# ---- wb_team_interconnect ----
==> wb_team_interconnect/clock_map.png <==
Drawn at 6 px/um.
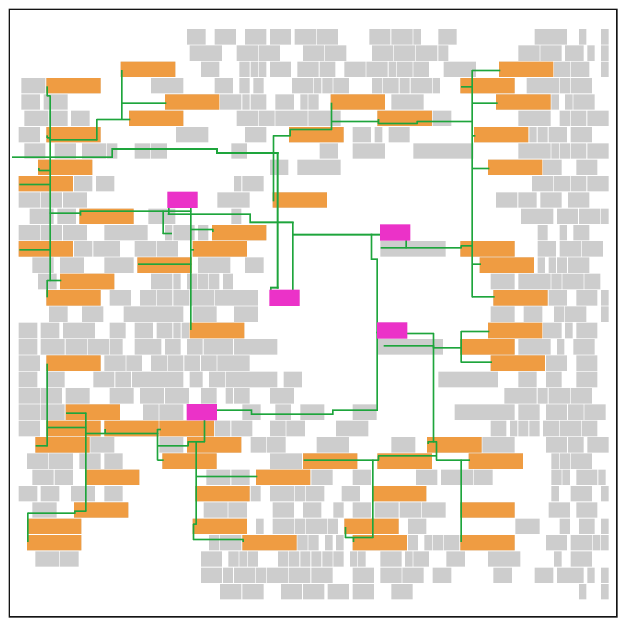

<file path="config.mk">
export PLATFORM = sky130hd
export DESIGN_NAME = wb_team_interconnect
export DESIGN_NICKNAME = d
export VERILOG_FILES = /design/src/rtl/wb_team_interconnect.sv
export SDC_FILE = /design/constraint.sdc
export NUM_CORES = 1
export LEC_CHECK = 0
export CORE_UTILIZATION = 30
export CTS_CLUSTER_DIAMETER = 200
export CTS_CLUSTER_SIZE = 28
export DETAILED_ROUTE_END_ITERATION = 16
export GPL_TIMING_DRIVEN = 1
export PLACE_DENSITY = 0.85
export SYNTH_ARGS = -nofsm -noshare
export SYNTH_HDL_FRONTEND = slang
export SYNTH_SLANG_ARGS = --single-unit
</file>
<file path="constraint.sdc">
create_clock -name wb_clk_i -period 1.75 [get_ports wb_clk_i]
set_input_delay 0.525 -clock wb_clk_i [delete_from_list [all_inputs] [get_ports wb_clk_i]]
set_output_delay 0.525 -clock wb_clk_i [all_outputs]
set_load 0.02 [all_outputs]
</file>
<file path="src/rtl/wb_team_interconnect.sv">
// -----------------------------------------------------------------------------
// wb_team_interconnect
//
// Registered Wishbone slave-side interconnect between the host bus and the
// per-team design wrappers, the LA control block and the GPIO control block.
// The slave is chosen by the 4-bit code in wbs_adr_i[19:16]:
//   1..NUM_TEAMS -> team design, 4'hE -> LA control, 4'hF -> GPIO control,
//   anything else is unmapped and answered with an ERR_DATA error ack.
// A transaction is held in a small FSM.  Exactly one registered ack is
// returned per host cycle, unless the host drops cyc first.
//
// Optional feature (macro WB_TIMEOUT_EN):
//   defined   : a BUSY timeout counter forces an ERR_DATA ack after
//               TIMEOUT_CYCLES and pulses timeout_irq_o.
//   undefined : no counter; BUSY waits for the slave ack or for cyc to fall;
//               timeout_irq_o is tied 0.
//
// Ports:
//   wb_clk_i, wb_rst_ni         bus clock, asynchronous active-low reset
//   wbs_cyc_i, wbs_stb_i        host cycle / strobe
//   wbs_adr_i                   host address
//   wbs_ack_o, wbs_dat_o        registered ack and read data to the host
//   designs_stb                 per-team strobes (bit 0 reserved, always 0)
//   la_control_stb              strobe to LA control
//   gpio_control_stb            strobe to GPIO control
//   adr_truncated               {16'h0, latched adr[15:0]}
//   designs_wbs_dat_o_flat      team read data, slot i at [32*i +: 32]
//   designs_ack_o               team acks (bit 0 ignored)
//   la_control_dat_o/_ack_o     LA control read data / ack
//   gpio_control_dat_o/_ack_o   GPIO control read data / ack
//   timeout_irq_o               one-cycle pulse on each timeout
//
// state   | meaning
// --------+-------------------------------------------------------------
// ST_IDLE | no transaction; strobes low; waiting for cyc & stb
// ST_BUSY | slave selected, its strobe high; waiting for ack/abort/timeout
// ST_ACK  | wbs_ack_o high for this single cycle, then back to ST_IDLE
// -----------------------------------------------------------------------------
module wb_team_interconnect #(
   parameter int unsigned NUM_TEAMS      = 1,
   parameter int unsigned TIMEOUT_CYCLES = 255,
   parameter logic [31:0] ERR_DATA       = 32'hDEAD_BEEF
) (
   input  logic                          wb_clk_i,
   input  logic                          wb_rst_ni,
   input  logic                          wbs_cyc_i,
   input  logic                          wbs_stb_i,
   input  logic [31:0]                   wbs_adr_i,
   output logic                          wbs_ack_o,
   output logic [31:0]                   wbs_dat_o,
   output logic [NUM_TEAMS:0]            designs_stb,
   output logic                          la_control_stb,
   output logic                          gpio_control_stb,
   output logic [31:0]                   adr_truncated,
   input  logic [32*(NUM_TEAMS+1)-1:0]   designs_wbs_dat_o_flat,
   input  logic [NUM_TEAMS:0]            designs_ack_o,
   input  logic [31:0]                   la_control_dat_o,
   input  logic [31:0]                   gpio_control_dat_o,
   input  logic                          la_control_ack_o,
   input  logic                          gpio_control_ack_o,
   output logic                          timeout_irq_o
);

   localparam logic [3:0] CODE_LA   = 4'hE;
   localparam logic [3:0] CODE_GPIO = 4'hF;

   typedef enum logic [1:0] {
      ST_IDLE = 2'd0,
      ST_BUSY = 2'd1,
      ST_ACK  = 2'd2
   } state_t;

   state_t      state_q, state_d;
   logic [3:0]  sel_q, sel_d;
   logic [15:0] adr_q, adr_d;
   logic        ack_q, ack_d;
   logic [31:0] dat_q, dat_d;
   logic        irq_q, irq_d;

   logic [3:0]  req_code;
   logic        req_mapped;
   logic        sel_ack;
   logic [31:0] sel_dat;
   logic        expired;
   logic        unused_ok;

   assign req_code = wbs_adr_i[19:16];

   always_comb begin
      req_mapped = 1'b0;
      if (req_code == CODE_LA || req_code == CODE_GPIO) begin
         req_mapped = 1'b1;
      end else if (req_code != 4'd0 && 32'(req_code) <= NUM_TEAMS) begin
         req_mapped = 1'b1;
      end
   end

   // Ack/data of the latched slave only; every other ack is ignored.
   always_comb begin
      sel_ack = 1'b0;
      sel_dat = '0;
      if (sel_q == CODE_LA) begin
         sel_ack = la_control_ack_o;
         sel_dat = la_control_dat_o;
      end else if (sel_q == CODE_GPIO) begin
         sel_ack = gpio_control_ack_o;
         sel_dat = gpio_control_dat_o;
      end else begin
         for (int unsigned i = 1; i <= NUM_TEAMS; i++) begin
            if (32'(sel_q) == i) begin
               sel_ack = designs_ack_o[i];
               sel_dat = designs_wbs_dat_o_flat[32*i +: 32];
            end
         end
      end
   end

   // Strobes are decoded from registered state, so they appear the cycle
   // after the request is sampled and clear asynchronously with reset.
   always_comb begin
      designs_stb      = '0;
      la_control_stb   = 1'b0;
      gpio_control_stb = 1'b0;
      if (state_q == ST_BUSY) begin
         if (sel_q == CODE_LA) begin
            la_control_stb = 1'b1;
         end else if (sel_q == CODE_GPIO) begin
            gpio_control_stb = 1'b1;
         end else begin
            for (int unsigned i = 1; i <= NUM_TEAMS; i++) begin
               designs_stb[i] = (32'(sel_q) == i);
            end
         end
      end
   end

`ifdef WB_TIMEOUT_EN
   localparam int unsigned CNT_W = $clog2(TIMEOUT_CYCLES + 1);

   logic [CNT_W-1:0] cnt_q, cnt_d;

   // Counter is zero outside BUSY, so it starts from 0 on every BUSY entry.
   assign expired = (32'(cnt_q) == TIMEOUT_CYCLES);

   always_comb begin
      cnt_d = '0;
      if (state_q == ST_BUSY) begin
         cnt_d = expired ? cnt_q : cnt_q + CNT_W'(1);
      end
   end

   always_ff @(posedge wb_clk_i or negedge wb_rst_ni) begin
      if (!wb_rst_ni) begin
         cnt_q <= '0;
      end else begin
         cnt_q <= cnt_d;
      end
   end

   assign unused_ok = ^{wbs_adr_i[31:20], designs_ack_o[0],
                        designs_wbs_dat_o_flat[31:0]};
`else
   assign expired   = 1'b0;
   assign unused_ok = ^{wbs_adr_i[31:20], designs_ack_o[0],
                        designs_wbs_dat_o_flat[31:0], 32'(TIMEOUT_CYCLES)};
`endif

   // Priority in BUSY: host abort, then slave ack, then timeout.
   always_comb begin
      state_d = state_q;
      sel_d   = sel_q;
      adr_d   = adr_q;
      dat_d   = dat_q;
      ack_d   = 1'b0;
      irq_d   = 1'b0;
      case (state_q)
         ST_IDLE: begin
            if (wbs_cyc_i && wbs_stb_i) begin
               if (req_mapped) begin
                  sel_d   = req_code;
                  adr_d   = wbs_adr_i[15:0];
                  state_d = ST_BUSY;
               end else begin
                  dat_d   = ERR_DATA;
                  ack_d   = 1'b1;
                  state_d = ST_ACK;
               end
            end
         end
         ST_BUSY: begin
            if (!wbs_cyc_i) begin
               state_d = ST_IDLE;
            end else if (sel_ack) begin
               dat_d   = sel_dat;
               ack_d   = 1'b1;
               state_d = ST_ACK;
            end else if (expired) begin
               dat_d   = ERR_DATA;
               ack_d   = 1'b1;
               irq_d   = 1'b1;
               state_d = ST_ACK;
            end
         end
         ST_ACK: begin
            state_d = ST_IDLE;
         end
         default: begin
            state_d = ST_IDLE;
         end
      endcase
   end

   always_ff @(posedge wb_clk_i or negedge wb_rst_ni) begin
      if (!wb_rst_ni) begin
         state_q <= ST_IDLE;
         sel_q   <= '0;
         adr_q   <= '0;
         ack_q   <= 1'b0;
         dat_q   <= '0;
         irq_q   <= 1'b0;
      end else begin
         state_q <= state_d;
         sel_q   <= sel_d;
         adr_q   <= adr_d;
         ack_q   <= ack_d;
         dat_q   <= dat_d;
         irq_q   <= irq_d;
      end
   end

   assign wbs_ack_o     = ack_q;
   assign wbs_dat_o     = dat_q;
   assign timeout_irq_o = irq_q;
   assign adr_truncated = {16'h0, adr_q};

endmodule

</file>
# ---- arith_engine ----
==> src/rtl/arith_engine.sv <==
// Iterative arithmetic back end: add/sub in one cycle, shift-add multiply and
// restoring divide in WIDTH cycles. Results stay frozen in HOLD until relaunch.
module arith_engine #(
    parameter int WIDTH = 18
) (
    input  logic               freq625m,
    input  logic               reset_n,
    input  logic               start,
    input  logic [WIDTH-1:0]   num1,
    input  logic [WIDTH-1:0]   num2,
    input  logic [1:0]         op,
    output logic [2*WIDTH-1:0] result,
    output logic [WIDTH-1:0]   remainder,
    output logic               negative,
    output logic               div_err,
    output logic               busy,
    output logic               valid
);

    localparam int            CW   = $clog2(WIDTH);
    localparam logic [CW-1:0] LAST = CW'(WIDTH - 1);

    localparam logic [1:0] IDLE = 2'd0;
    localparam logic [1:0] CALC = 2'd1;
    localparam logic [1:0] HOLD = 2'd2;

    localparam logic [1:0] OP_ADD = 2'b00;
    localparam logic [1:0] OP_SUB = 2'b01;
    localparam logic [1:0] OP_MUL = 2'b10;
    localparam logic [1:0] OP_DIV = 2'b11;

    logic [1:0]         state;
    logic               start_d;
    logic [WIDTH-1:0]   a_reg;   // add/sub operand; dividend shift register for div
    logic [WIDTH-1:0]   b_reg;   // add/sub operand and divisor; multiplier shift register for mul
    logic [1:0]         op_reg;
    logic [CW-1:0]      cnt;
    logic [2*WIDTH-1:0] acc;     // product accumulator, or quotient in the low bits
    logic [2*WIDTH-1:0] mcand;
    logic [WIDTH-1:0]   prem;

    logic               launch;
    logic               finish;
    logic [WIDTH:0]     sum;
    logic [2*WIDTH-1:0] acc_next;
    logic [WIDTH:0]     trial;
    logic [WIDTH:0]     diff;
    logic               fits;
    logic [WIDTH-1:0]   prem_next;
    logic [WIDTH-1:0]   quot_next;

    assign launch = start && !start_d && (state != CALC);

    assign sum      = {1'b0, a_reg} + {1'b0, b_reg};
    assign acc_next = b_reg[0] ? acc + mcand : acc;

    // Restoring step: shift in the next dividend bit, subtract if the divisor fits.
    assign trial     = {prem, a_reg[WIDTH-1]};
    assign diff      = trial - {1'b0, b_reg};
    assign fits      = (trial >= {1'b0, b_reg});
    assign prem_next = fits ? diff[WIDTH-1:0] : trial[WIDTH-1:0];
    assign quot_next = {acc[WIDTH-2:0], fits};

    assign finish = (state == CALC) &&
                    ((op_reg == OP_ADD) || (op_reg == OP_SUB) ||
                     ((op_reg == OP_DIV) && (b_reg == '0)) ||
                     (cnt == LAST));

    // NOTE: every register here, including the operand/work registers, is cleared
    // by the synchronous reset so a mid-computation abort leaves no stale state.
    always_ff @(posedge freq625m) begin
        if (!reset_n) begin
            state     <= IDLE;
            start_d   <= 1'b1;
            a_reg     <= '0;
            b_reg     <= '0;
            op_reg    <= '0;
            cnt       <= '0;
            acc       <= '0;
            mcand     <= '0;
            prem      <= '0;
            result    <= '0;
            remainder <= '0;
            negative  <= 1'b0;
            div_err   <= 1'b0;
            busy      <= 1'b0;
            valid     <= 1'b0;
        end else begin
            // NOTE: non-blocking assignments keep every register sampling pre-edge values.
            start_d <= start;
            case (state)
                IDLE, HOLD: begin
                    if (launch) begin
                        a_reg    <= num1;
                        b_reg    <= num2;
                        op_reg   <= op;
                        cnt      <= '0;
                        acc      <= '0;
                        mcand    <= {{WIDTH{1'b0}}, num1};
                        prem     <= '0;
                        negative <= 1'b0;
                        div_err  <= 1'b0;
                        valid    <= 1'b0;
                        busy     <= 1'b1;
                        state    <= CALC;
                    end
                end
                CALC: begin
                    case (op_reg)
                        OP_ADD: begin
                            result    <= {{(WIDTH-1){1'b0}}, sum};
                            remainder <= '0;
                        end
                        OP_SUB: begin
                            remainder <= '0;
                            if (a_reg >= b_reg) begin
                                result <= {{WIDTH{1'b0}}, a_reg - b_reg};
                            end else begin
                                result   <= {{WIDTH{1'b0}}, b_reg - a_reg};
                                negative <= 1'b1;
                            end
                        end
                        OP_MUL: begin
                            acc   <= acc_next;
                            mcand <= {mcand[2*WIDTH-2:0], 1'b0};
                            b_reg <= b_reg >> 1;
                            cnt   <= cnt + CW'(1);
                            if (cnt == LAST) begin
                                result    <= acc_next;
                                remainder <= '0;
                            end
                        end
                        default: begin
                            if (b_reg == '0) begin
                                div_err   <= 1'b1;
                                result    <= '0;
                                remainder <= a_reg;
                            end else begin
                                a_reg <= {a_reg[WIDTH-2:0], 1'b0};
                                prem  <= prem_next;
                                acc   <= {{WIDTH{1'b0}}, quot_next};
                                cnt   <= cnt + CW'(1);
                                if (cnt == LAST) begin
                                    result    <= {{WIDTH{1'b0}}, quot_next};
                                    remainder <= prem_next;
                                end
                            end
                        end
                    endcase
                    if (finish) begin
                        busy  <= 1'b0;
                        valid <= 1'b1;
                        state <= HOLD;
                    end
                end
                default: state <= IDLE;
            endcase
        end
    end

endmodule

==> config.mk <==
export PLATFORM = sky130hd
export DESIGN_NAME = arith_engine
export DESIGN_NICKNAME = d
export VERILOG_FILES = /design/src/rtl/arith_engine.sv
export SDC_FILE = /design/constraint.sdc
export NUM_CORES = 1
export LEC_CHECK = 0
export CAP_MARGIN = 20
export CORE_UTILIZATION = 40
export CTS_CLUSTER_SIZE = 20
export DETAILED_ROUTE_END_ITERATION = 6
export PLACE_DENSITY = 0.64
export SLEW_MARGIN = 20
export SYNTH_ARGS = -nofsm -noshare
export SYNTH_HDL_FRONTEND = slang
export SYNTH_SLANG_ARGS = --single-unit
export TNS_END_PERCENT = 50
==> constraint.sdc <==
create_clock -name freq625m -period 3.4 [get_ports freq625m]
set_input_delay 1.02 -clock freq625m [delete_from_list [all_inputs] [get_ports freq625m]]
set_output_delay 1.02 -clock freq625m [all_outputs]
set_load 0.1 [all_outputs]
# ---- alu_seq ----
## src/rtl/alu_seq.sv

```systemverilog
// -----------------------------------------------------------------------------
// alu_seq -- registered ALU with valid/ready handshakes on both sides.
//
// Sits between decode/issue and writeback. It accepts one op per cycle and
// registers the result together with the {N,Z,C,V} flags. Single-cycle ops
// produce their result on the edge that accepts them, so with no backpressure
// the block sustains one result per cycle.
//
// Build option:
//   ALU_SEQ_MUL_EN  When defined, op 9 (MUL) runs a WIDTH-cycle shift-add
//                   multiplier. While it runs, busy is high and in_ready is
//                   low. When undefined, the multiplier and its state are
//                   left out: op 9 behaves like an undefined op and busy is
//                   tied low.
//
// Parameters:
//   WIDTH      operand/result width in bits (>= 4)
//   SHW        (local) number of low bits of b used as the shift amount
//
// Ports:
//   clk        clock; all state changes on its rising edge
//   rst        asynchronous, active-high reset
//   in_valid   op/a/b are valid this cycle
//   in_ready   an op is accepted this cycle
//   op         0 NAND, 1 AND, 2 NOR, 3 OR, 4 ADD, 5 SUB, 6 XOR, 7 SL, 8 SR,
//              9 MUL; 10-15 give out=0 with Z set
//   a, b       operands; the shift amount is b[SHW-1:0]
//   out_valid  out/flags hold a result
//   out_ready  the consumer takes the result this cycle
//   out        registered result
//   flags      {N,Z,C,V}, registered together with out
//   busy       the multiplier is iterating
// -----------------------------------------------------------------------------
module alu_seq #(
    parameter int WIDTH = 16
) (
    input  logic             clk,
    input  logic             rst,
    input  logic             in_valid,
    output logic             in_ready,
    input  logic [3:0]       op,
    input  logic [WIDTH-1:0] a,
    input  logic [WIDTH-1:0] b,
    output logic             out_valid,
    input  logic             out_ready,
    output logic [WIDTH-1:0] out,
    output logic [3:0]       flags,
    output logic             busy
);

    localparam int SHW = $clog2(WIDTH) + 1;

    typedef enum logic [3:0] {
        OP_NAND = 4'd0,
        OP_AND  = 4'd1,
        OP_NOR  = 4'd2,
        OP_OR   = 4'd3,
        OP_ADD  = 4'd4,
        OP_SUB  = 4'd5,
        OP_XOR  = 4'd6,
        OP_SL   = 4'd7,
        OP_SR   = 4'd8,
        OP_MUL  = 4'd9
    } op_e;

    // Packs the flag vector. N and Z always come from the result; C and V
    // depend on the op and are supplied by the caller.
    function automatic logic [3:0] make_flags(input logic [WIDTH-1:0] res,
                                              input logic             c,
                                              input logic             v);
        return {res[WIDTH-1], (res == '0), c, v};
    endfunction

    // -------------------------------------------------------------------------
    // Single-cycle datapath
    // -------------------------------------------------------------------------
    logic [WIDTH:0]   add_ext;
    logic [WIDTH:0]   sub_ext;
    logic [SHW-1:0]   shamt;
    logic             shift_oor;
    logic [WIDTH-1:0] alu_res;
    logic             alu_c;
    logic             alu_v;
    logic [3:0]       alu_flags;
    logic             accept;

    // The subtract is a + ~b + 1 with one extra bit. That top bit is the
    // carry, so it is 1 exactly when no borrow occurs (a >= b unsigned).
    assign add_ext = {1'b0, a} + {1'b0, b};
    assign sub_ext = {1'b0, a} + {1'b0, ~b} + {{WIDTH{1'b0}}, 1'b1};

    // The shift amount field can reach 2*WIDTH-1. Any amount of WIDTH or
    // more empties the word, for both logical shift directions.
    assign shamt     = b[SHW-1:0];
    assign shift_oor = (shamt >= SHW'(WIDTH));

    always_comb begin
        // NOTE: every output of a combinational block gets a default before
        // the case. Otherwise a path that skips an assignment infers a latch.
        alu_res = '0;
        alu_c   = 1'b0;
        alu_v   = 1'b0;
        case (op)
            OP_NAND: alu_res = ~(a & b);
            OP_AND:  alu_res = a & b;
            OP_NOR:  alu_res = ~(a | b);
            OP_OR:   alu_res = a | b;
            OP_XOR:  alu_res = a ^ b;
            OP_ADD: begin
                alu_res = add_ext[WIDTH-1:0];
                alu_c   = add_ext[WIDTH];
                // Overflow: the operands share a sign and the result does not.
                alu_v   = (a[WIDTH-1] == b[WIDTH-1]) &&
                          (add_ext[WIDTH-1] != a[WIDTH-1]);
            end
            OP_SUB: begin
                alu_res = sub_ext[WIDTH-1:0];
                alu_c   = sub_ext[WIDTH];
                // Overflow: the operands differ in sign and the result's sign
                // does not match the minuend's.
                alu_v   = (a[WIDTH-1] != b[WIDTH-1]) &&
                          (sub_ext[WIDTH-1] != a[WIDTH-1]);
            end
            OP_SL:   alu_res = shift_oor ? '0 : (a << shamt);
            OP_SR:   alu_res = shift_oor ? '0 : (a >> shamt);
            // MUL, when built, is handled by the sequencer below. Otherwise
            // it falls through with the undefined ops: result zero, Z set.
            default: alu_res = '0;
        endcase
    end

    assign alu_flags = make_flags(alu_res, alu_c, alu_v);

`ifdef ALU_SEQ_MUL_EN
    // -------------------------------------------------------------------------
    // Shift-add multiplier: one multiplier bit per cycle, LSB first
    // -------------------------------------------------------------------------
    localparam int CW = $clog2(WIDTH);

    typedef enum logic {
        S_IDLE,
        S_MUL
    } state_e;

    state_e             state;
    logic [CW-1:0]      cnt;
    logic [2*WIDTH-1:0] acc;
    logic [2*WIDTH-1:0] mcand;     // multiplicand, moves left one place per step
    logic [WIDTH-1:0]   mplier;    // multiplier, moves right; bit 0 is the current bit
    logic [2*WIDTH-1:0] acc_next;
    logic [3:0]         mul_flags;

    assign acc_next  = acc + (mplier[0] ? mcand : '0);

    // Flags are computed from acc_next, not acc, so the last step's partial
    // product is included when the result loads on the final cycle.
    assign mul_flags = make_flags(acc_next[WIDTH-1:0],
                                  |acc_next[2*WIDTH-1:WIDTH], 1'b0);

    // A new op is accepted only when the output slot is free or is being
    // drained this cycle. This keeps a held result frozen under backpressure.
    assign in_ready  = !rst && (state == S_IDLE) && (!out_valid || out_ready);
`else
    assign in_ready  = !rst && (!out_valid || out_ready);
    assign busy      = 1'b0;
`endif

    assign accept = in_valid && in_ready;

    // -------------------------------------------------------------------------
    // Sequencer and output registers
    // -------------------------------------------------------------------------
    always_ff @(posedge clk or posedge rst) begin
        if (rst) begin
            out       <= '0;
            flags     <= '0;
            out_valid <= 1'b0;
`ifdef ALU_SEQ_MUL_EN
            state     <= S_IDLE;
            busy      <= 1'b0;
            cnt       <= '0;
            acc       <= '0;
            mcand     <= '0;
            mplier    <= '0;
`endif
        end else begin
            // NOTE: state is updated with non-blocking assignments. Every
            // register therefore samples pre-edge values, and the result load
            // below can override the drain on the same edge.
            if (out_valid && out_ready) begin
                out_valid <= 1'b0;
            end

`ifdef ALU_SEQ_MUL_EN
            case (state)
                S_IDLE: begin
                    if (accept) begin
                        if (op == OP_MUL) begin
                            state  <= S_MUL;
                            busy   <= 1'b1;
                            cnt    <= '0;
                            acc    <= '0;
                            mcand  <= {{WIDTH{1'b0}}, a};
                            mplier <= b;
                        end else begin
                            out       <= alu_res;
                            flags     <= alu_flags;
                            out_valid <= 1'b1;
                        end
                    end
                end

                S_MUL: begin
                    acc    <= acc_next;
                    mcand  <= mcand << 1;
                    mplier <= mplier >> 1;
                    cnt    <= cnt + CW'(1);
                    if (cnt == CW'(WIDTH - 1)) begin
                        // in_ready was low for the whole multiply. out_valid
                        // is therefore already clear, and the slot is free.
                        out       <= acc_next[WIDTH-1:0];
                        flags     <= mul_flags;
                        out_valid <= 1'b1;
                        busy      <= 1'b0;
                        state     <= S_IDLE;
                    end
                end

                default: begin
                    state <= S_IDLE;
                    busy  <= 1'b0;
                end
            endcase
`else
            if (accept) begin
                out       <= alu_res;
                flags     <= alu_flags;
                out_valid <= 1'b1;
            end
`endif
        end
    end

endmodule

```

## config.mk

```make
export PLATFORM = sky130hd
export DESIGN_NAME = alu_seq
export DESIGN_NICKNAME = d
export VERILOG_FILES = /design/src/rtl/alu_seq.sv
export SDC_FILE = /design/constraint.sdc
export NUM_CORES = 1
export LEC_CHECK = 0
export ABC_AREA = 1
export CORE_MARGIN = 2
export CORE_UTILIZATION = 40
export DETAILED_ROUTE_END_ITERATION = 10
export PLACE_DENSITY = 0.65
export SYNTH_ARGS = -nofsm -noshare
export SYNTH_HDL_FRONTEND = slang
export SYNTH_SLANG_ARGS = --single-unit
```

## constraint.sdc

```tcl
create_clock -name clk -period 2.05 [get_ports clk]
set_clock_uncertainty 0.05 [all_clocks]
set_input_delay 0.41 -clock clk [delete_from_list [all_inputs] [get_ports clk]]
set_output_delay 0.41 -clock clk [all_outputs]
set_load 0.01 [all_outputs]
```

# ---- updown_mod_counter ----
$ cat src/rtl/updown_mod_counter.sv
// Up/down modulo counter with prescaled enable, parallel load, wrap/saturate
// limit handling, a one-cycle terminal-count pulse and a sticky overflow flag.
module updown_mod_counter #(
  parameter int unsigned WIDTH    = 8,
  parameter int unsigned MAX_VAL  = (1 << WIDTH) - 1,
  parameter int unsigned PRESCALE = 1
) (
  input  logic             clk,
  input  logic             rst,
  input  logic             clear,
  input  logic             en,
  input  logic             up_dn,
  input  logic             sat_mode,
  input  logic             load,
  input  logic [WIDTH-1:0] load_val,
  input  logic             ovf_clr,
  output logic [WIDTH-1:0] count,
  output logic             tc,
  output logic             ovf
);

  localparam int unsigned PW = (PRESCALE > 1) ? $clog2(PRESCALE) : 1;
  localparam logic [WIDTH-1:0] MAX_C   = WIDTH'(MAX_VAL);
  localparam logic [PW-1:0]    PS_LAST = PW'(PRESCALE - 1);

  logic [PW-1:0]    ps_q;
  logic [PW-1:0]    ps_d;
  logic [WIDTH-1:0] count_d;
  logic             tc_d;
  logic             ovf_d;
  logic             step_c;
  logic             at_term_c;
  logic             term_evt_c;
  logic [WIDTH-1:0] load_clamp_c;

  // Step strobe and terminal detection for the current direction
  always_comb begin
    step_c       = en && (ps_q == PS_LAST);
    at_term_c    = up_dn ? (count == MAX_C) : (count == '0);
    load_clamp_c = (load_val > MAX_C) ? MAX_C : load_val;
    term_evt_c   = step_c && at_term_c && !clear && !load;
  end

  // Next-state for prescaler, count and tc; priority clear > load > step > hold
  always_comb begin
    ps_d    = ps_q;
    count_d = count;
    tc_d    = 1'b0;
    if (clear) begin
      ps_d    = '0;
      count_d = '0;
    end else if (load) begin
      ps_d    = '0;
      count_d = load_clamp_c;
    end else if (en) begin
      if (step_c) begin
        ps_d = '0;
        if (at_term_c) begin
          tc_d = 1'b1;
          if (!sat_mode) begin
            count_d = up_dn ? '0 : MAX_C;
          end
        end else begin
          count_d = up_dn ? (count + WIDTH'(1)) : (count - WIDTH'(1));
        end
      end else begin
        ps_d = ps_q + PW'(1);
      end
    end
  end

  // Sticky flag: a terminal event outranks a simultaneous clear request
  always_comb begin
    ovf_d = ovf;
    if (ovf_clr) begin
      ovf_d = 1'b0;
    end
    if (term_evt_c) begin
      ovf_d = 1'b1;
    end
  end

  always_ff @(posedge clk) begin
    if (rst) begin
      ps_q  <= '0;
      count <= '0;
      tc    <= 1'b0;
      ovf   <= 1'b0;
    end else begin
      ps_q  <= ps_d;
      count <= count_d;
      tc    <= tc_d;
      ovf   <= ovf_d;
    end
  end

endmodule

$ cat config.mk
export PLATFORM = sky130hd
export DESIGN_NAME = updown_mod_counter
export DESIGN_NICKNAME = d
export VERILOG_FILES = /design/src/rtl/updown_mod_counter.sv
export SDC_FILE = /design/constraint.sdc
export NUM_CORES = 1
export LEC_CHECK = 0
export ABC_AREA = 1
export CORE_MARGIN = 4
export CORE_UTILIZATION = 47
export CTS_CLUSTER_DIAMETER = 40
export DETAILED_ROUTE_END_ITERATION = 8
export PLACE_DENSITY = 0.85
export REMOVE_ABC_BUFFERS = 1
export SYNTH_ARGS = -nofsm -noshare
export SYNTH_HDL_FRONTEND = slang
export SYNTH_SLANG_ARGS = --single-unit
$ cat constraint.sdc
create_clock -name clk -period 1.6 [get_ports clk]
set_input_delay 0.16 -clock clk [delete_from_list [all_inputs] [get_ports clk]]
set_output_delay 0.16 -clock clk [all_outputs]
set_load 0.05 [all_outputs]
# ---- async_fifo ----
==> config.mk <==
export PLATFORM = sky130hd
export DESIGN_NAME = async_fifo
export DESIGN_NICKNAME = d
export VERILOG_FILES = /design/src/rtl/async_fifo.sv
export SDC_FILE = /design/constraint.sdc
export NUM_CORES = 1
export LEC_CHECK = 0
export ABC_AREA = 1
export CAP_MARGIN = 10
export CELL_PAD_IN_SITES_DETAIL_PLACEMENT = 1
export CELL_PAD_IN_SITES_GLOBAL_PLACEMENT = 2
export CORE_MARGIN = 4
export CORE_UTILIZATION = 36
export DETAILED_ROUTE_END_ITERATION = 7
export PLACE_DENSITY = 0.8
export REMOVE_ABC_BUFFERS = 1
export SLEW_MARGIN = 20
export SYNTH_ARGS = -nofsm -noshare
export SYNTH_HDL_FRONTEND = slang
export SYNTH_SLANG_ARGS = --single-unit
export TNS_END_PERCENT = 50
==> constraint.sdc <==
create_clock -name CLK -period 8.36 [get_ports CLK]
set_input_delay 0.836 -clock CLK [delete_from_list [all_inputs] [get_ports CLK]]
set_output_delay 0.836 -clock CLK [all_outputs]
set_load 0.01 [all_outputs]
==> src/rtl/async_fifo.sv <==
// Single-clock first-word-fall-through FIFO with occupancy counter.
// DEPTH must be a power of two (>= 2) so the pointers wrap naturally.
module async_fifo #(
    parameter int DATA_WIDTH = 32,
    parameter int DEPTH      = 16
) (
    input  logic                  CLK,
    input  logic                  reset_n,
    input  logic [DATA_WIDTH-1:0] din,
    input  logic                  wr_en,
    output logic                  wr_rdy,
    output logic                  full,
    input  logic                  rd_en,
    output logic                  rd_rdy,
    output logic                  empty,
    output logic [DATA_WIDTH-1:0] dout
);

    localparam int AW = $clog2(DEPTH);
    localparam logic [AW:0] FULL_COUNT = (AW+1)'(DEPTH);
    localparam logic [AW:0] COUNT_ONE  = (AW+1)'(1);

    logic [DATA_WIDTH-1:0] mem_q [DEPTH];
    logic [AW-1:0]         wrPtr_q, wrPtr_d;
    logic [AW-1:0]         rdPtr_q, rdPtr_d;
    logic [AW:0]           count_q, count_d;
    logic                  wrAccept;
    logic                  rdAccept;

    // Flags come only from the registered count, so ready never depends on wr_en/rd_en.
    assign full     = (count_q == FULL_COUNT);
    assign empty    = (count_q == '0);
    assign wr_rdy   = ~full;
    assign rd_rdy   = ~empty;
    assign wrAccept = wr_en & wr_rdy;
    assign rdAccept = rd_en & rd_rdy;
    assign dout     = empty ? '0 : mem_q[rdPtr_q];

    always_comb begin
        wrPtr_d = wrPtr_q;
        rdPtr_d = rdPtr_q;
        count_d = count_q;
        if (wrAccept) begin
            wrPtr_d = wrPtr_q + 1'b1;
        end
        if (rdAccept) begin
            rdPtr_d = rdPtr_q + 1'b1;
        end
        if (wrAccept && !rdAccept) begin
            count_d = count_q + COUNT_ONE;
        end else if (rdAccept && !wrAccept) begin
            count_d = count_q - COUNT_ONE;
        end
    end

    always_ff @(posedge CLK) begin
        if (!reset_n) begin
            wrPtr_q <= '0;
            rdPtr_q <= '0;
            count_q <= '0;
        end else begin
            wrPtr_q <= wrPtr_d;
            rdPtr_q <= rdPtr_d;
            count_q <= count_d;
        end
    end

    // Storage is not cleared on reset; the zeroed count makes old contents unreachable.
    always_ff @(posedge CLK) begin
        if (reset_n && wrAccept) begin
            mem_q[wrPtr_q] <= din;
        end
    end

endmodule

==> updown_mod_counter/zoom.png <==
Region (29, 29) to (49, 49) um. Cells in grey, sequential cells in the stronger grey; small squares are vias.
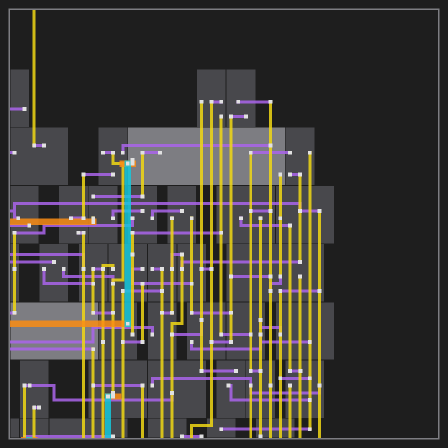
| layer | colour |
|---|---|
| met2 | yellow |
| met4 | cyan |
| met3 | orange |
| met1 | purple |
netlist names of flops here include: count (2)
most frequent: nand2_1 (7)
cells with their middle in the window: 31
sequential cells in the window: 2

==> results.yml, updown_mod_counter <==
# implementation run metrics
placed_design:
  placed_cells: 206
detailed_routing:
  vias: 1088
  drc: 0
clocking:
  postCtsHoldBufs: 0
  postCtsSetupBuffers: 0
final_timing:
  worst_pin_slew_ns: 0.3186
critical_path:
  endpoint: "count[5]$_SDFFE_PP0P_"
  r2r_cells: 8
cells_and_area:
  mostFrequentLayoutCells: "nand2_1 (31), nor2_1 (25), buf_4 (22)"
  nFillCells: 150
  comb_area_um2: 660.6
  seq_cells: 11
power:
  pg_comb_uw: 370
  leakage_nw: 0.6572
synthesis:
  yosys_warnings: 0
  ys_seq_frac: 0.2353
  synth_top_cell_by_area: "dfxtp_1"
  yosys_cells: 144
floorplanning:
  n_tap_cell: 25
  die_y_um: 52.63
hold_path:
  min_path_cells: 2
  holdCritStartpoint: "ps_q$_SDFFE_PP0P_"
status:
  status: "complete, no violations"
updown_mod_counter: Yosys cell counts, drive strengths merged:
master / number
a21o: 2
a21oi: 14
o21ai: 5
or2: 3
nor2: 29
nor3b: 1
inv: 19
dfxtp: 11
nor4: 2
nand3: 10
o21a: 1
fa: 1
xor2: 1
ha: 6
xnor2: 1
nand2: 38
updown_mod_counter: routing by layer:
metal  vias to the layer above  track usage  wire, um
li1                        542            -         -
met1                       492       0.2423      1019
met2                        44       0.4277      1438
met3                        10      0.02279       195
met4                         0      0.07234        50
met5                         -            0         0
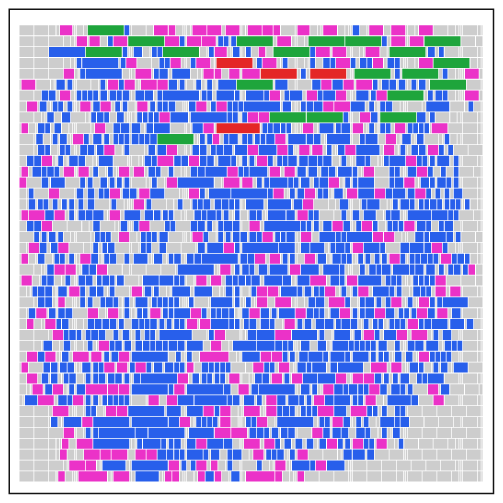
(alu_seq/cell_classes.png)
Drawn at 4 px/um. Fill, decap, tap and diode cells in grey.
| class | colour | cells | share of their area |
|---|---|---|---|
| clock drivers and dummy loads | red | 4 | 1.2% |
| flip-flops | green | 20 | 5.7% |
| all other logic | blue | 992 | 66% |
| other buffers and delay cells | magenta | 295 | 27% |
utilization after layout: 0.6755
sequential cell area share: 0.05594

==> results.yml, alu_seq <==
# implementation run metrics
placed_design:
  placed_cells: 1462
  dpl_cell_area_mm2: 0.007680
clocking:
  cts-resized-gates: 261
  cts_htree_levels: 1
  clock-sinks: 20
synthesis:
  yosys_cells: 1055
  ys_seq_frac: 0.09191
  top_cells_by_area: "nand2_1 (26%), nand3_1 (18%), ha_1 (12%)"
  ys_types: 38
  syn_area_mm2: 0.005445
  synth_top_cell_by_area: "nand2_1"
final_timing:
  setup_slack_ns: -0.1499
  setup-violations-final: 2
  layout_min_cycle_time_ns: 2.200
detailed_routing:
  routed.top_layer: "met4"
  route.met3.wl_um: 1936
  drtIter0Drc: 721
  routed-wl-met2_um: 11510
  m1WireLength_um: 10410
critical_path:
  rr_endpoint: "flags[2]$_DFFE_PP0P_"
  crit_type: "in2reg"
  crit_buf_inv: 4
  required_ns: 2.19
status:
  violations: "setup timing"
  status: "complete, but fails checks"
global_route:
  grt_overflow: 0
cells_and_area:
  comb.multi_input.count: 847
  ff_latch_area_um2: 500.5
power:
  clockPowerShare: 0.163
  power_per_cell_area_mw_per_mm2: 376.8
  switchingPower_mw: 1.467
  clock_power_uw: 549
floorplanning:
  die_y_um: 120.7
-- alu_seq: cell families after synthesis --
| kind of cell | Yosys count | synth area share |
|---|---|---|
| AND/OR/NAND/NOR | 721 | 0.5586 |
| adder cells (fa/ha/maj) | 55 | 0.1291 |
| XOR/XNOR | 2 | 0.003217 |
| flip-flops | 20 | 0.09191 |
| buffers and inverters | 188 | 0.1500 |
| other | 1 | 0.0006887 |
| AND-OR/OR-AND | 68 | 0.06641 |
-- alu_seq: registers in the layout, summed over array words and instances (netlist names) --
signal and count:
out 16, flags 3, out_valid 1
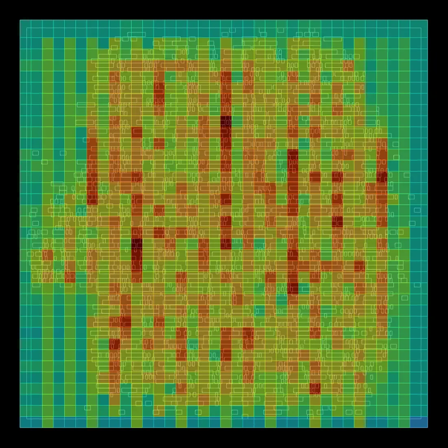
(async_fifo/final_congestion.png)
drt wl/cell: 21.95 um
GR Layer Usage met2: 0.3123
utilization after layout: 0.4151
GRT Resource Usage Total: 0.1827
met3 usage in global routing: 0.02696

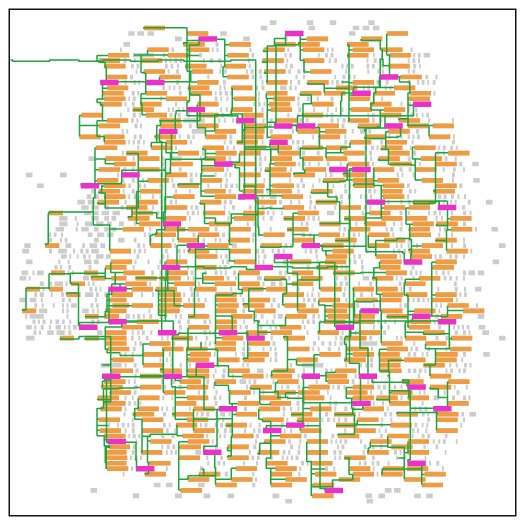
(async_fifo/clock_map.png)
Drawn at 2 px/um.
[clock wires] green | length: 6410 um
[cells driving clock nets] magenta | count: 55
[flip-flops] orange | count: 529
routed clock nets: 56

==> results.yml, async_fifo <==
# implementation run metrics
status:
  status: "complete, no violations"
floorplanning:
  fp_util: 0.3638
  core_area_mm2: 0.05913
final_timing:
  setup_slack_ns: 3.256
  layout_min_cycle_time_ns: 5.104
  clock_skew_ns: 0.01579
detailed_routing:
  vias: 13980
  drc: 0
  route.met3.wl_um: 2488
  drtIter0Drc: 1092
flow_run:
  warnings: 32
global_route:
  grt_pass1_wl_um: 89120
  grt_use_met1: 0.2455
critical_path:
  rr_endpoint: "mem_q[6][3]$_DFFE_PP_"
  worst_path_max_delay_cell: "inv_6"
cells_and_area:
  ff_latch_area_mm2: 0.01573
  final_nets: 1897
  seq_cells: 529
  fin_cells: 2669
synthesis:
  syn_area_per_cell_um2: 11.90
  syn_area_mm2: 0.02151
  ys_chip_area_mm2: 0.02151
  yosys_register_bits: 529
power:
  sw_frac_of_total: 0.3076
placed_design:
  dpl_cell_area_mm2: 0.02282
clocking:
  clock-sinks: 529
## async_fifo: worst max-delay path by stage
stage | to | slack, ns | startpoint | cells past startpoint
floorplan | dout[0] | -0.11 | register | 7
detailed placement | dout[14] | 3.65 | register | 9
CTS | dout[14] | 2.98 | register | 9
finish | dout[14] | 3.26 | register | 9
global placement | dout[14] | 3.73 | register | 9
global route | dout[1] | 3.00 | register | 8
## async_fifo: state kept, by name (all words and copies together), names as in the netlist, named ones only
name,cells
wrPtr_q,4
mem_q,512
rdPtr_q,4
count_q,5
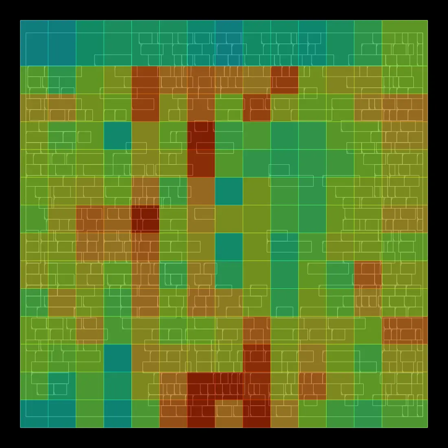
(wb_team_interconnect/final_congestion.png)
GRT Resource Usage Total: 0.1909
met3 usage in global routing: 0.06865
utilization after layout: 0.5634

Notes on wb_team_interconnect/clock_map.png above:
[cells driving clock nets] magenta | count: 5
[flip-flops] orange | count: 55
[clock wires] green | length: 701 um
routed clock nets: 6
flops lie: all over the die
Clock net power: 983 uW
Clk Latency, worst-skew pair: 0.31 ns
Setup Skew: 0.008353 ns

==> results.yml, wb_team_interconnect <==
# implementation run metrics
status:
  status: "complete, but fails checks"
  violations: "setup timing"
synthesis:
  yosys_warnings: 0
  ys_types: 30
  ys_sh_aoi: 0.1259
  syn_area_mm2: 0.002942
  yosys.area_share.adder: 0
  ys_chip_area_mm2: 0.002942
  async_flop_share: 1.000
  yosys_cells: 271
  ys_sh_xor: 0
  yosys_register_bits: 55
placed_design:
  place_ws_ns: -0.5779
  dp_hpwl_um: 7078
global_route:
  grt_max_degree: 36
  grt_pass1_wl_um: 14710
  first_global_vias: 3003
  grt_use_met1: 0.2031
detailed_routing:
  postRouteAntennaNets: 0
  viasPerCell: 4.772
  drtIter0Drc: 72
  routed.top_layer: "met4"
final_timing:
  fmax_mhz: 517.9
  post-route-period-util: 1.103
  setup-violations-final: 35
  setup_slack_ns: -0.1810
critical_path:
  worst-path-stages: 6
  r2r_cells: 8
  worstSetupStartpoint: "wbs_cyc_i"
  endpoint: "wbs_dat_o[5]$_DFFE_PN0P_"
  critPathMaxFanout: 7
clocking:
  cts_htree_levels: 2
  cts.clk_slew.worst_paths_ns: 0.10
floorplanning:
  core_area_mm2: 0.009371
  chipArea_mm2: 0.01021
cells_and_area:
  nFillCells: 792
  ff_latch_area_mm2: 0.001376
  fin_cells: 597
  syn_to_final_growth_pct: 79.50
-- wb_team_interconnect: what timing repair did --
action	CTS	global route
pin swaps	9	4
resized	98	10
cloned	3	0
hold buffers	0	0
endpoints found under the setup margin	104	55
setup buffers	12	0
-- wb_team_interconnect: power by group --
group          internal [mW]  switching [mW]  leakage (nW)
combinational          0.811           0.703          1.44
clock                  0.572           0.411        0.0654
sequential              1.46           0.119         0.613
-- wb_team_interconnect: sequential cells by signal, indices dropped and copies added (netlist names) --
register and count:
adr_q 16, sel_q 4, state_q 2, wbs_ack_o 1, wbs_dat_o 32
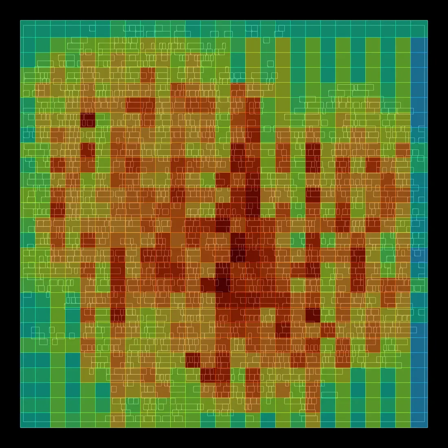
(arith_engine/final_congestion.png)
GRT Resource Usage Total: 0.2727
most used routing layer: met2
GR Layer Usage met2: 0.4462
drt wl/cell: 21.13 um

==> results.yml, arith_engine <==
# implementation run metrics
status:
  status: "complete, no violations"
placed_design:
  portBuffers: 98
synthesis:
  ys_sh_xor: 0.04020
  synth-edff-count: 0
  ys_sh_mux: 0.03974
  yosys_warnings: 0
  yosys.area_share.adder: 0.1057
  top_cells_by_area: "dfxtp_1 (28%), ha_1 (9.8%), a21oi_1 (6.0%)"
  syn-num-nets: 1888
  ys_types: 87
  synthCells: 1734
  ys_chip_area_mm2: 0.01373
hold_path:
  min_to: "valid$_SDFFE_PN0P_"
critical_path:
  cp-start-kind: "register"
  critPathMaxFanout: 6
  crit_type: "reg2reg"
floorplanning:
  die_y_um: 187.2
detailed_routing:
  wl_um: 48340
  firstDrtPassIters: 5
clocking:
  clock_latency_ns: 0.46
cells_and_area:
  comb_share: 0.5686
power:
  leakage_nw: 6.673
## arith_engine: cell usage after synthesis, types with 39 or more instances
cell / n
mux2i_1: 41
a21oi_1: 164
a211oi_1: 53
clkbuf_1: 80
dfxtp_1: 194
a21o_1: 50
ha_1: 108
nand2_1: 114
o21ai_0: 134
a22oi_1: 39
nor2_1: 169
inv_1: 76
## arith_engine: cells by family (layout without fill, tap and decap cells)
family                     count (synthesis)  in the layout
AOI/OAI and AO/OA                        644            644
adders and majority gates                113            113
muxes                                     53             53
xor gates and xnor gates                  63             63
buffers and inverters                    194            300
and+or+nand+nor                          473            473
DFF                                      194            194

## Gallery

Power grid.
shot_01.png
Drawn at 2 px/um. Pins as bars on the die edge.
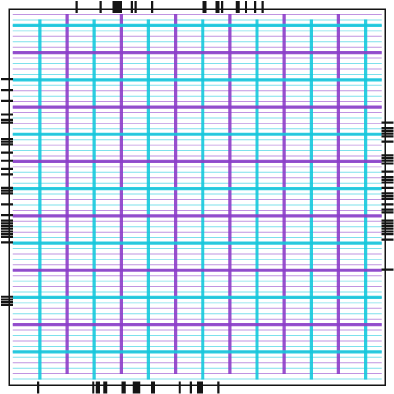
shot_02.png
Drawn at 1.5 px/um. Pins as bars on the die edge.
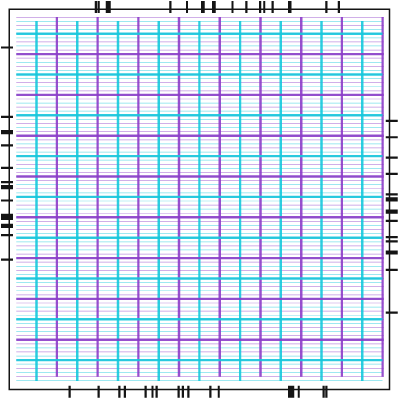
shot_03.png
Drawn at 8 px/um. Pins as bars on the die edge.
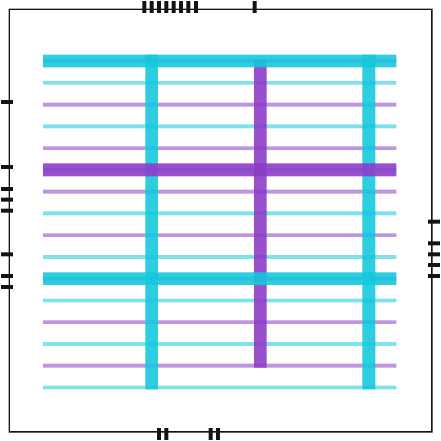
shot_04.png
Drawn at 3 px/um. Pins as bars on the die edge.
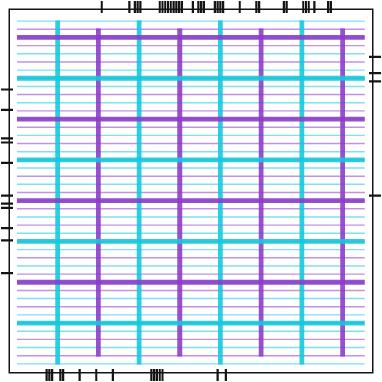
shot_05.png
Drawn at 4 px/um. Pins as bars on the die edge.
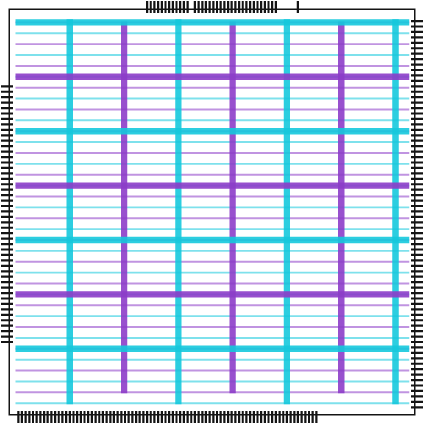
arith_engine: shot_01.png
wb_team_interconnect: shot_05.png
alu_seq: shot_04.png
async_fifo: shot_02.png
updown_mod_counter: shot_03.png

Key to shot_05.png:
| net | colour |
|---|---|
| VSS | cyan |
| VDD | purple |
rows: 35
met5 straps: 7


# ---- legv8_multicycle_ctrl ----
<file path="src/rtl/legv8_multicycle_ctrl.sv">
// legv8_multicycle_ctrl: multicycle FETCH/DECODE/EXEC/MEM/WB sequencer with a
// shared-memory request/ack handshake, illegal-opcode and timeout faults, and a retire counter.
module legv8_multicycle_ctrl #(
   parameter int TIMEOUT_CYCLES = 255,
   parameter int COUNT_WIDTH    = 32
) (
   input  logic                   clk,
   input  logic                   rst_n,
   input  logic [31:0]            instruction,
   input  logic                   zeroFlag,
   input  logic                   memAck,
   output logic                   memRead,
   output logic                   memWrite,
   output logic                   memSel,
   output logic                   irWrite,
   output logic                   pcWrite,
   output logic                   pcSrc,
   output logic [1:0]             immSel,
   output logic                   aluSrcB,
   output logic [3:0]             aluOp,
   output logic                   regWrite,
   output logic                   memToReg,
   output logic                   fault,
   output logic [1:0]             faultCode,
   output logic [COUNT_WIDTH-1:0] retired
);
   localparam int CW = $clog2(TIMEOUT_CYCLES + 1);
   typedef enum logic [2:0] {FETCH = 3'd0, DECODE = 3'd1, EXEC = 3'd2, MEM = 3'd3, WB = 3'd4, FAULT = 3'd7} state_t;
   typedef enum logic [3:0] {C_NONE, C_ADD, C_SUB, C_AND, C_ORR, C_LDUR, C_STUR, C_CBZ, C_B} cls_t;
   state_t state_q, state_d;
   cls_t cls_q, cls_d, dec_cls;
   logic [1:0] imm_q, imm_d, fc_q, fc_d;
   logic [CW-1:0] cnt_q, cnt_d;
   logic [COUNT_WIDTH-1:0] ret_q, ret_d;
   logic mr_q, mw_q, ms_q, asb_q, rw_q, m2r_q, fault_q;
   logic [3:0] aop_q;
   logic mr_d, mw_d, ms_d, asb_d, rw_d, m2r_d, xs, tmo, br, ack_f;
   logic [3:0] aop_d;
   logic [10:0] op;
   logic unused_bits;
   assign unused_bits = ^instruction[20:0];
   assign op = instruction[31:21];
   // B outranks CBZ, which outranks the full 11-bit opcodes
   always_comb begin
      dec_cls = instruction[31:26] == 6'b000101   ? C_B    :
                instruction[31:24] == 8'b10110100 ? C_CBZ  :
                op == 11'b10001011000             ? C_ADD  :
                op == 11'b11001011000             ? C_SUB  :
                op == 11'b10001010000             ? C_AND  :
                op == 11'b10101010000             ? C_ORR  :
                op == 11'b11111000010             ? C_LDUR :
                op == 11'b11111000000             ? C_STUR : C_NONE;
   end
   assign tmo = !memAck && cnt_q == CW'(TIMEOUT_CYCLES - 1);
   always_comb begin
      state_d = state_q;
      cls_d   = cls_q;
      imm_d   = imm_q;
      case (state_q)
         FETCH:  state_d = memAck ? DECODE : tmo ? FAULT : FETCH;
         DECODE: begin
            cls_d   = dec_cls;
            state_d = dec_cls == C_NONE ? FAULT : EXEC;
            imm_d   = dec_cls == C_B ? 2'd2 : dec_cls == C_CBZ ? 2'd1 : dec_cls == C_NONE ? imm_q : 2'd0;
         end
         EXEC:   state_d = (cls_q == C_LDUR || cls_q == C_STUR) ? MEM :
                           (cls_q == C_CBZ || cls_q == C_B) ? FETCH : WB;
         MEM:    state_d = memAck ? (cls_q == C_LDUR ? WB : FETCH) : tmo ? FAULT : MEM;
         WB:     state_d = FETCH;
         default: state_d = FAULT;
      endcase
      fc_d  = (state_d == FAULT && state_q != FAULT) ? (state_q == DECODE ? 2'd1 : 2'd2) : fc_q;
      cnt_d = (state_d != state_q && (state_d == FETCH || state_d == MEM)) ? '0 :
              ((state_q == FETCH || state_q == MEM) && !memAck) ? cnt_q + CW'(1) : cnt_q;
      ret_d = (state_d == FETCH && (state_q == EXEC || state_q == MEM || state_q == WB)) ?
              ret_q + COUNT_WIDTH'(1) : ret_q;
      // Moore strobes are precomputed from the next state so they leave a flop
      xs    = state_d == EXEC || state_d == MEM || state_d == WB;
      mr_d  = state_d == FETCH || (state_d == MEM && cls_d == C_LDUR);
      mw_d  = state_d == MEM && cls_d == C_STUR;
      ms_d  = state_d == MEM;
      asb_d = xs && (cls_d == C_LDUR || cls_d == C_STUR);
      aop_d = !xs               ? 4'd0 :
              cls_d == C_SUB    ? 4'd6 :
              cls_d == C_AND    ? 4'd0 :
              cls_d == C_ORR    ? 4'd1 :
              cls_d == C_CBZ    ? 4'd7 :
              cls_d == C_B      ? 4'd0 : 4'd2;
      rw_d  = state_d == WB;
      m2r_d = state_d == WB && cls_d == C_LDUR;
   end
   always_ff @(posedge clk or negedge rst_n) begin
      if (!rst_n) begin
         state_q <= FETCH;
         cls_q   <= C_NONE;
         imm_q   <= 2'd0;
         fc_q    <= 2'd0;
         cnt_q   <= '0;
         ret_q   <= '0;
         mr_q    <= 1'b1;
         mw_q    <= 1'b0;
         ms_q    <= 1'b0;
         asb_q   <= 1'b0;
         aop_q   <= 4'd0;
         rw_q    <= 1'b0;
         m2r_q   <= 1'b0;
         fault_q <= 1'b0;
      end else begin
         state_q <= state_d;
         cls_q   <= cls_d;
         imm_q   <= imm_d;
         fc_q    <= fc_d;
         cnt_q   <= cnt_d;
         ret_q   <= ret_d;
         mr_q    <= mr_d;
         mw_q    <= mw_d;
         ms_q    <= ms_d;
         asb_q   <= asb_d;
         aop_q   <= aop_d;
         rw_q    <= rw_d;
         m2r_q   <= m2r_d;
         fault_q <= state_d == FAULT;
      end
   end
   // fetch-ack and branch strobes react to memAck/zeroFlag within the cycle
   assign ack_f     = state_q == FETCH && memAck;
   assign br        = state_q == EXEC && (cls_q == C_B || (cls_q == C_CBZ && zeroFlag));
   assign irWrite   = ack_f;
   assign pcWrite   = ack_f || br;
   assign pcSrc     = br;
   assign memRead   = mr_q;
   assign memWrite  = mw_q;
   assign memSel    = ms_q;
   assign immSel    = imm_q;
   assign aluSrcB   = asb_q;
   assign aluOp     = aop_q;
   assign regWrite  = rw_q;
   assign memToReg  = m2r_q;
   assign fault     = fault_q;
   assign faultCode = fc_q;
   assign retired   = ret_q;
endmodule
</file>
<file path="config.mk">
export PLATFORM = sky130hd
export DESIGN_NAME = legv8_multicycle_ctrl
export DESIGN_NICKNAME = d
export VERILOG_FILES = /design/src/rtl/legv8_multicycle_ctrl.sv
export SDC_FILE = /design/constraint.sdc
export NUM_CORES = 1
export LEC_CHECK = 0
export CAP_MARGIN = 0
export CORE_MARGIN = 1.5
export CORE_UTILIZATION = 49
export CTS_CLUSTER_SIZE = 14
export DETAILED_ROUTE_END_ITERATION = 10
export MAX_ROUTING_LAYER = met4
export PLACE_DENSITY = 0.85
export SETUP_SLACK_MARGIN = 0.5
export SYNTH_ARGS = -nofsm -noshare
export SYNTH_HDL_FRONTEND = slang
export SYNTH_SLANG_ARGS = --single-unit
</file>
<file path="constraint.sdc">
create_clock -name clk -period 3.6 [get_ports clk]
set_clock_uncertainty 0.2 [all_clocks]
set_input_delay 0.54 -clock clk [delete_from_list [all_inputs] [get_ports clk]]
set_output_delay 0.54 -clock clk [all_outputs]
set_load 0.03 [all_outputs]
</file>
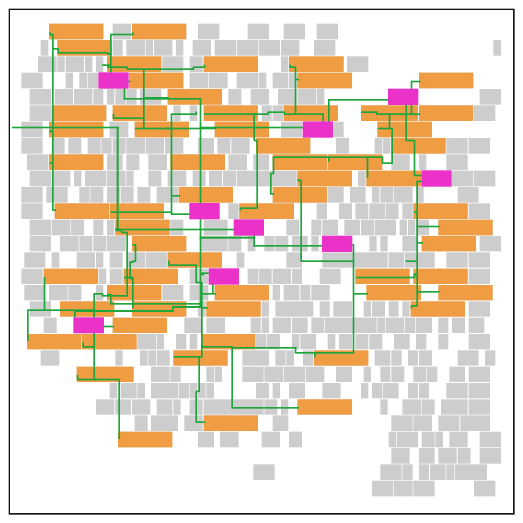
(legv8_multicycle_ctrl/clock_map.png)
Drawn at 6 px/um.
[clock wires] green | length: 783 um
[flip-flops] orange | count: 61
[cells driving clock nets] magenta | count: 9
routed clock nets: 10
power share of the clock group: 0.369
Clock net power: 594 uW
Clk Latency, worst-skew pair: 0.34 ns

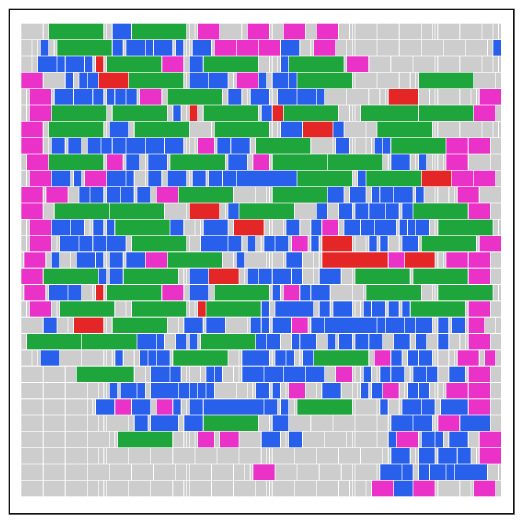
(legv8_multicycle_ctrl/cell_classes.png)
Drawn at 6 px/um. Fill, decap, tap and diode cells in grey.
| class | colour | cells | share of their area |
|---|---|---|---|
| other buffers and delay cells | magenta | 78 | 18% |
| flip-flops | green | 61 | 37% |
| clock drivers and dummy loads | red | 16 | 4.6% |
| all other logic | blue | 248 | 40% |
utilization after layout: 0.6657
sequential cell area share: 0.3638
Core ar.: 0.006314 mm2
Row Count: 29
post-route cell area: 0.004203 mm2

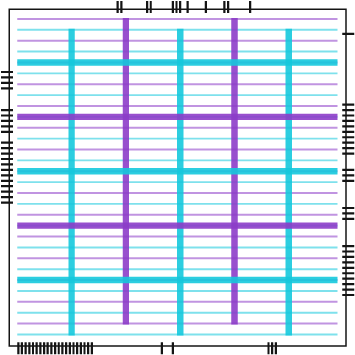
(legv8_multicycle_ctrl/pdn.png)
Drawn at 4 px/um. Pins as bars on the die edge.
| net | colour |
|---|---|
| VSS | cyan |
| VDD | purple |
met1 rails: 30
met4 straps: 5
rows: 29
met5 straps: 5
signal pins: 86
DIE WIDTH: 83.84 um
Peak VDD IR: 0.2824 mV
DIE HEIGHT: 83.84 um

==> results.yml <==
# implementation run metrics
status:
  status: "complete, no violations"
detailed_routing:
  m1WireLength_um: 3143
  routed-wl-met2_um: 3871
critical_path:
  path_cells: "ha_1 > and2_1 > a311o_1 > and3_1 > and2_4 > or2_2 > clkbuf_4"
cells_and_area:
  comb_area_mm2: 0.001610
  comb.multi_input.count: 236
  syn_to_final_growth_pct: 31.26
placed_design:
  dp_hpwl_um: 5420
clocking:
  cts-resized-gates: 2
  clock-sinks: 61
  cts_buffer_depth: 2
global_route:
  track_usage: 0.2329
synthesis:
  yosys_warnings: 0
  ys_sh_aoi: 0.1032
  ys_sh_mux: 0.003517
flow_run:
  drv_cap: 0
final_timing:
  hold_slack_ns: 0.1536
cell usage in the layout (no fill, tap or decap), types with 3 or more instances in the layout:
cell,count
nand4b_1,3
clkbuf_8,10
clkbuf_1,4
xnor2_1,32
o21ai_0,7
nand3b_1,3
inv_1,12
xor2_1,9
nor3b_1,3
nor3_1,9
dfrtp_1,59
nand2_1,19
nand2b_1,4
a21o_1,3
nand3_1,14
clkdlybuf4s50_1,60
buf_4,15
ha_1,3
nand4_1,22
and3_1,8
nor2b_1,8
a21oi_1,9
or2_2,7
nor2_1,31


## Gallery

Clock network drawn from the DEF.
(a)
Drawn at 12 px/um.
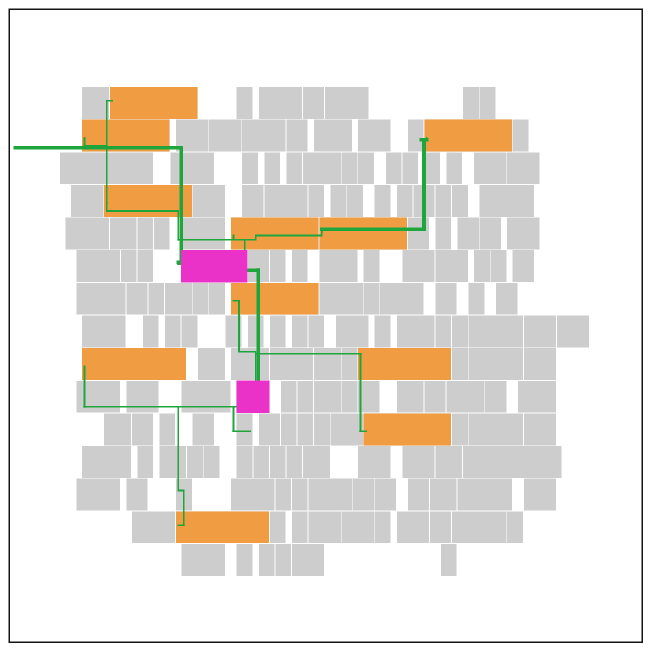
(b)
Drawn at 3 px/um.
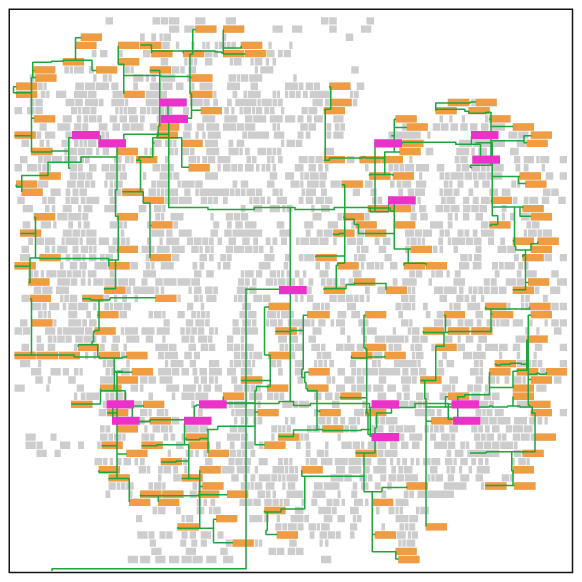
(c)
Drawn at 4 px/um.
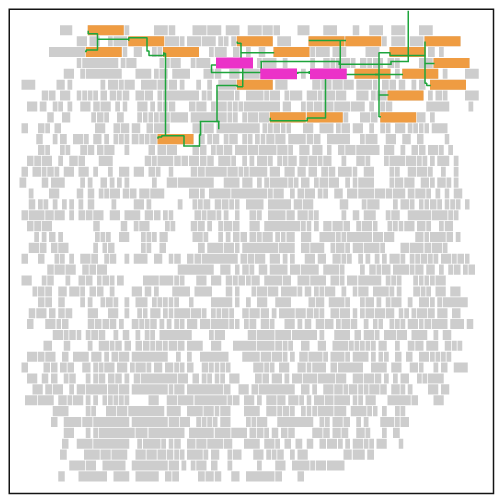
(b): arith_engine
(a): updown_mod_counter
(c): alu_seq

Power figures rest on the tool's default switching activity, not on a simulated workload.
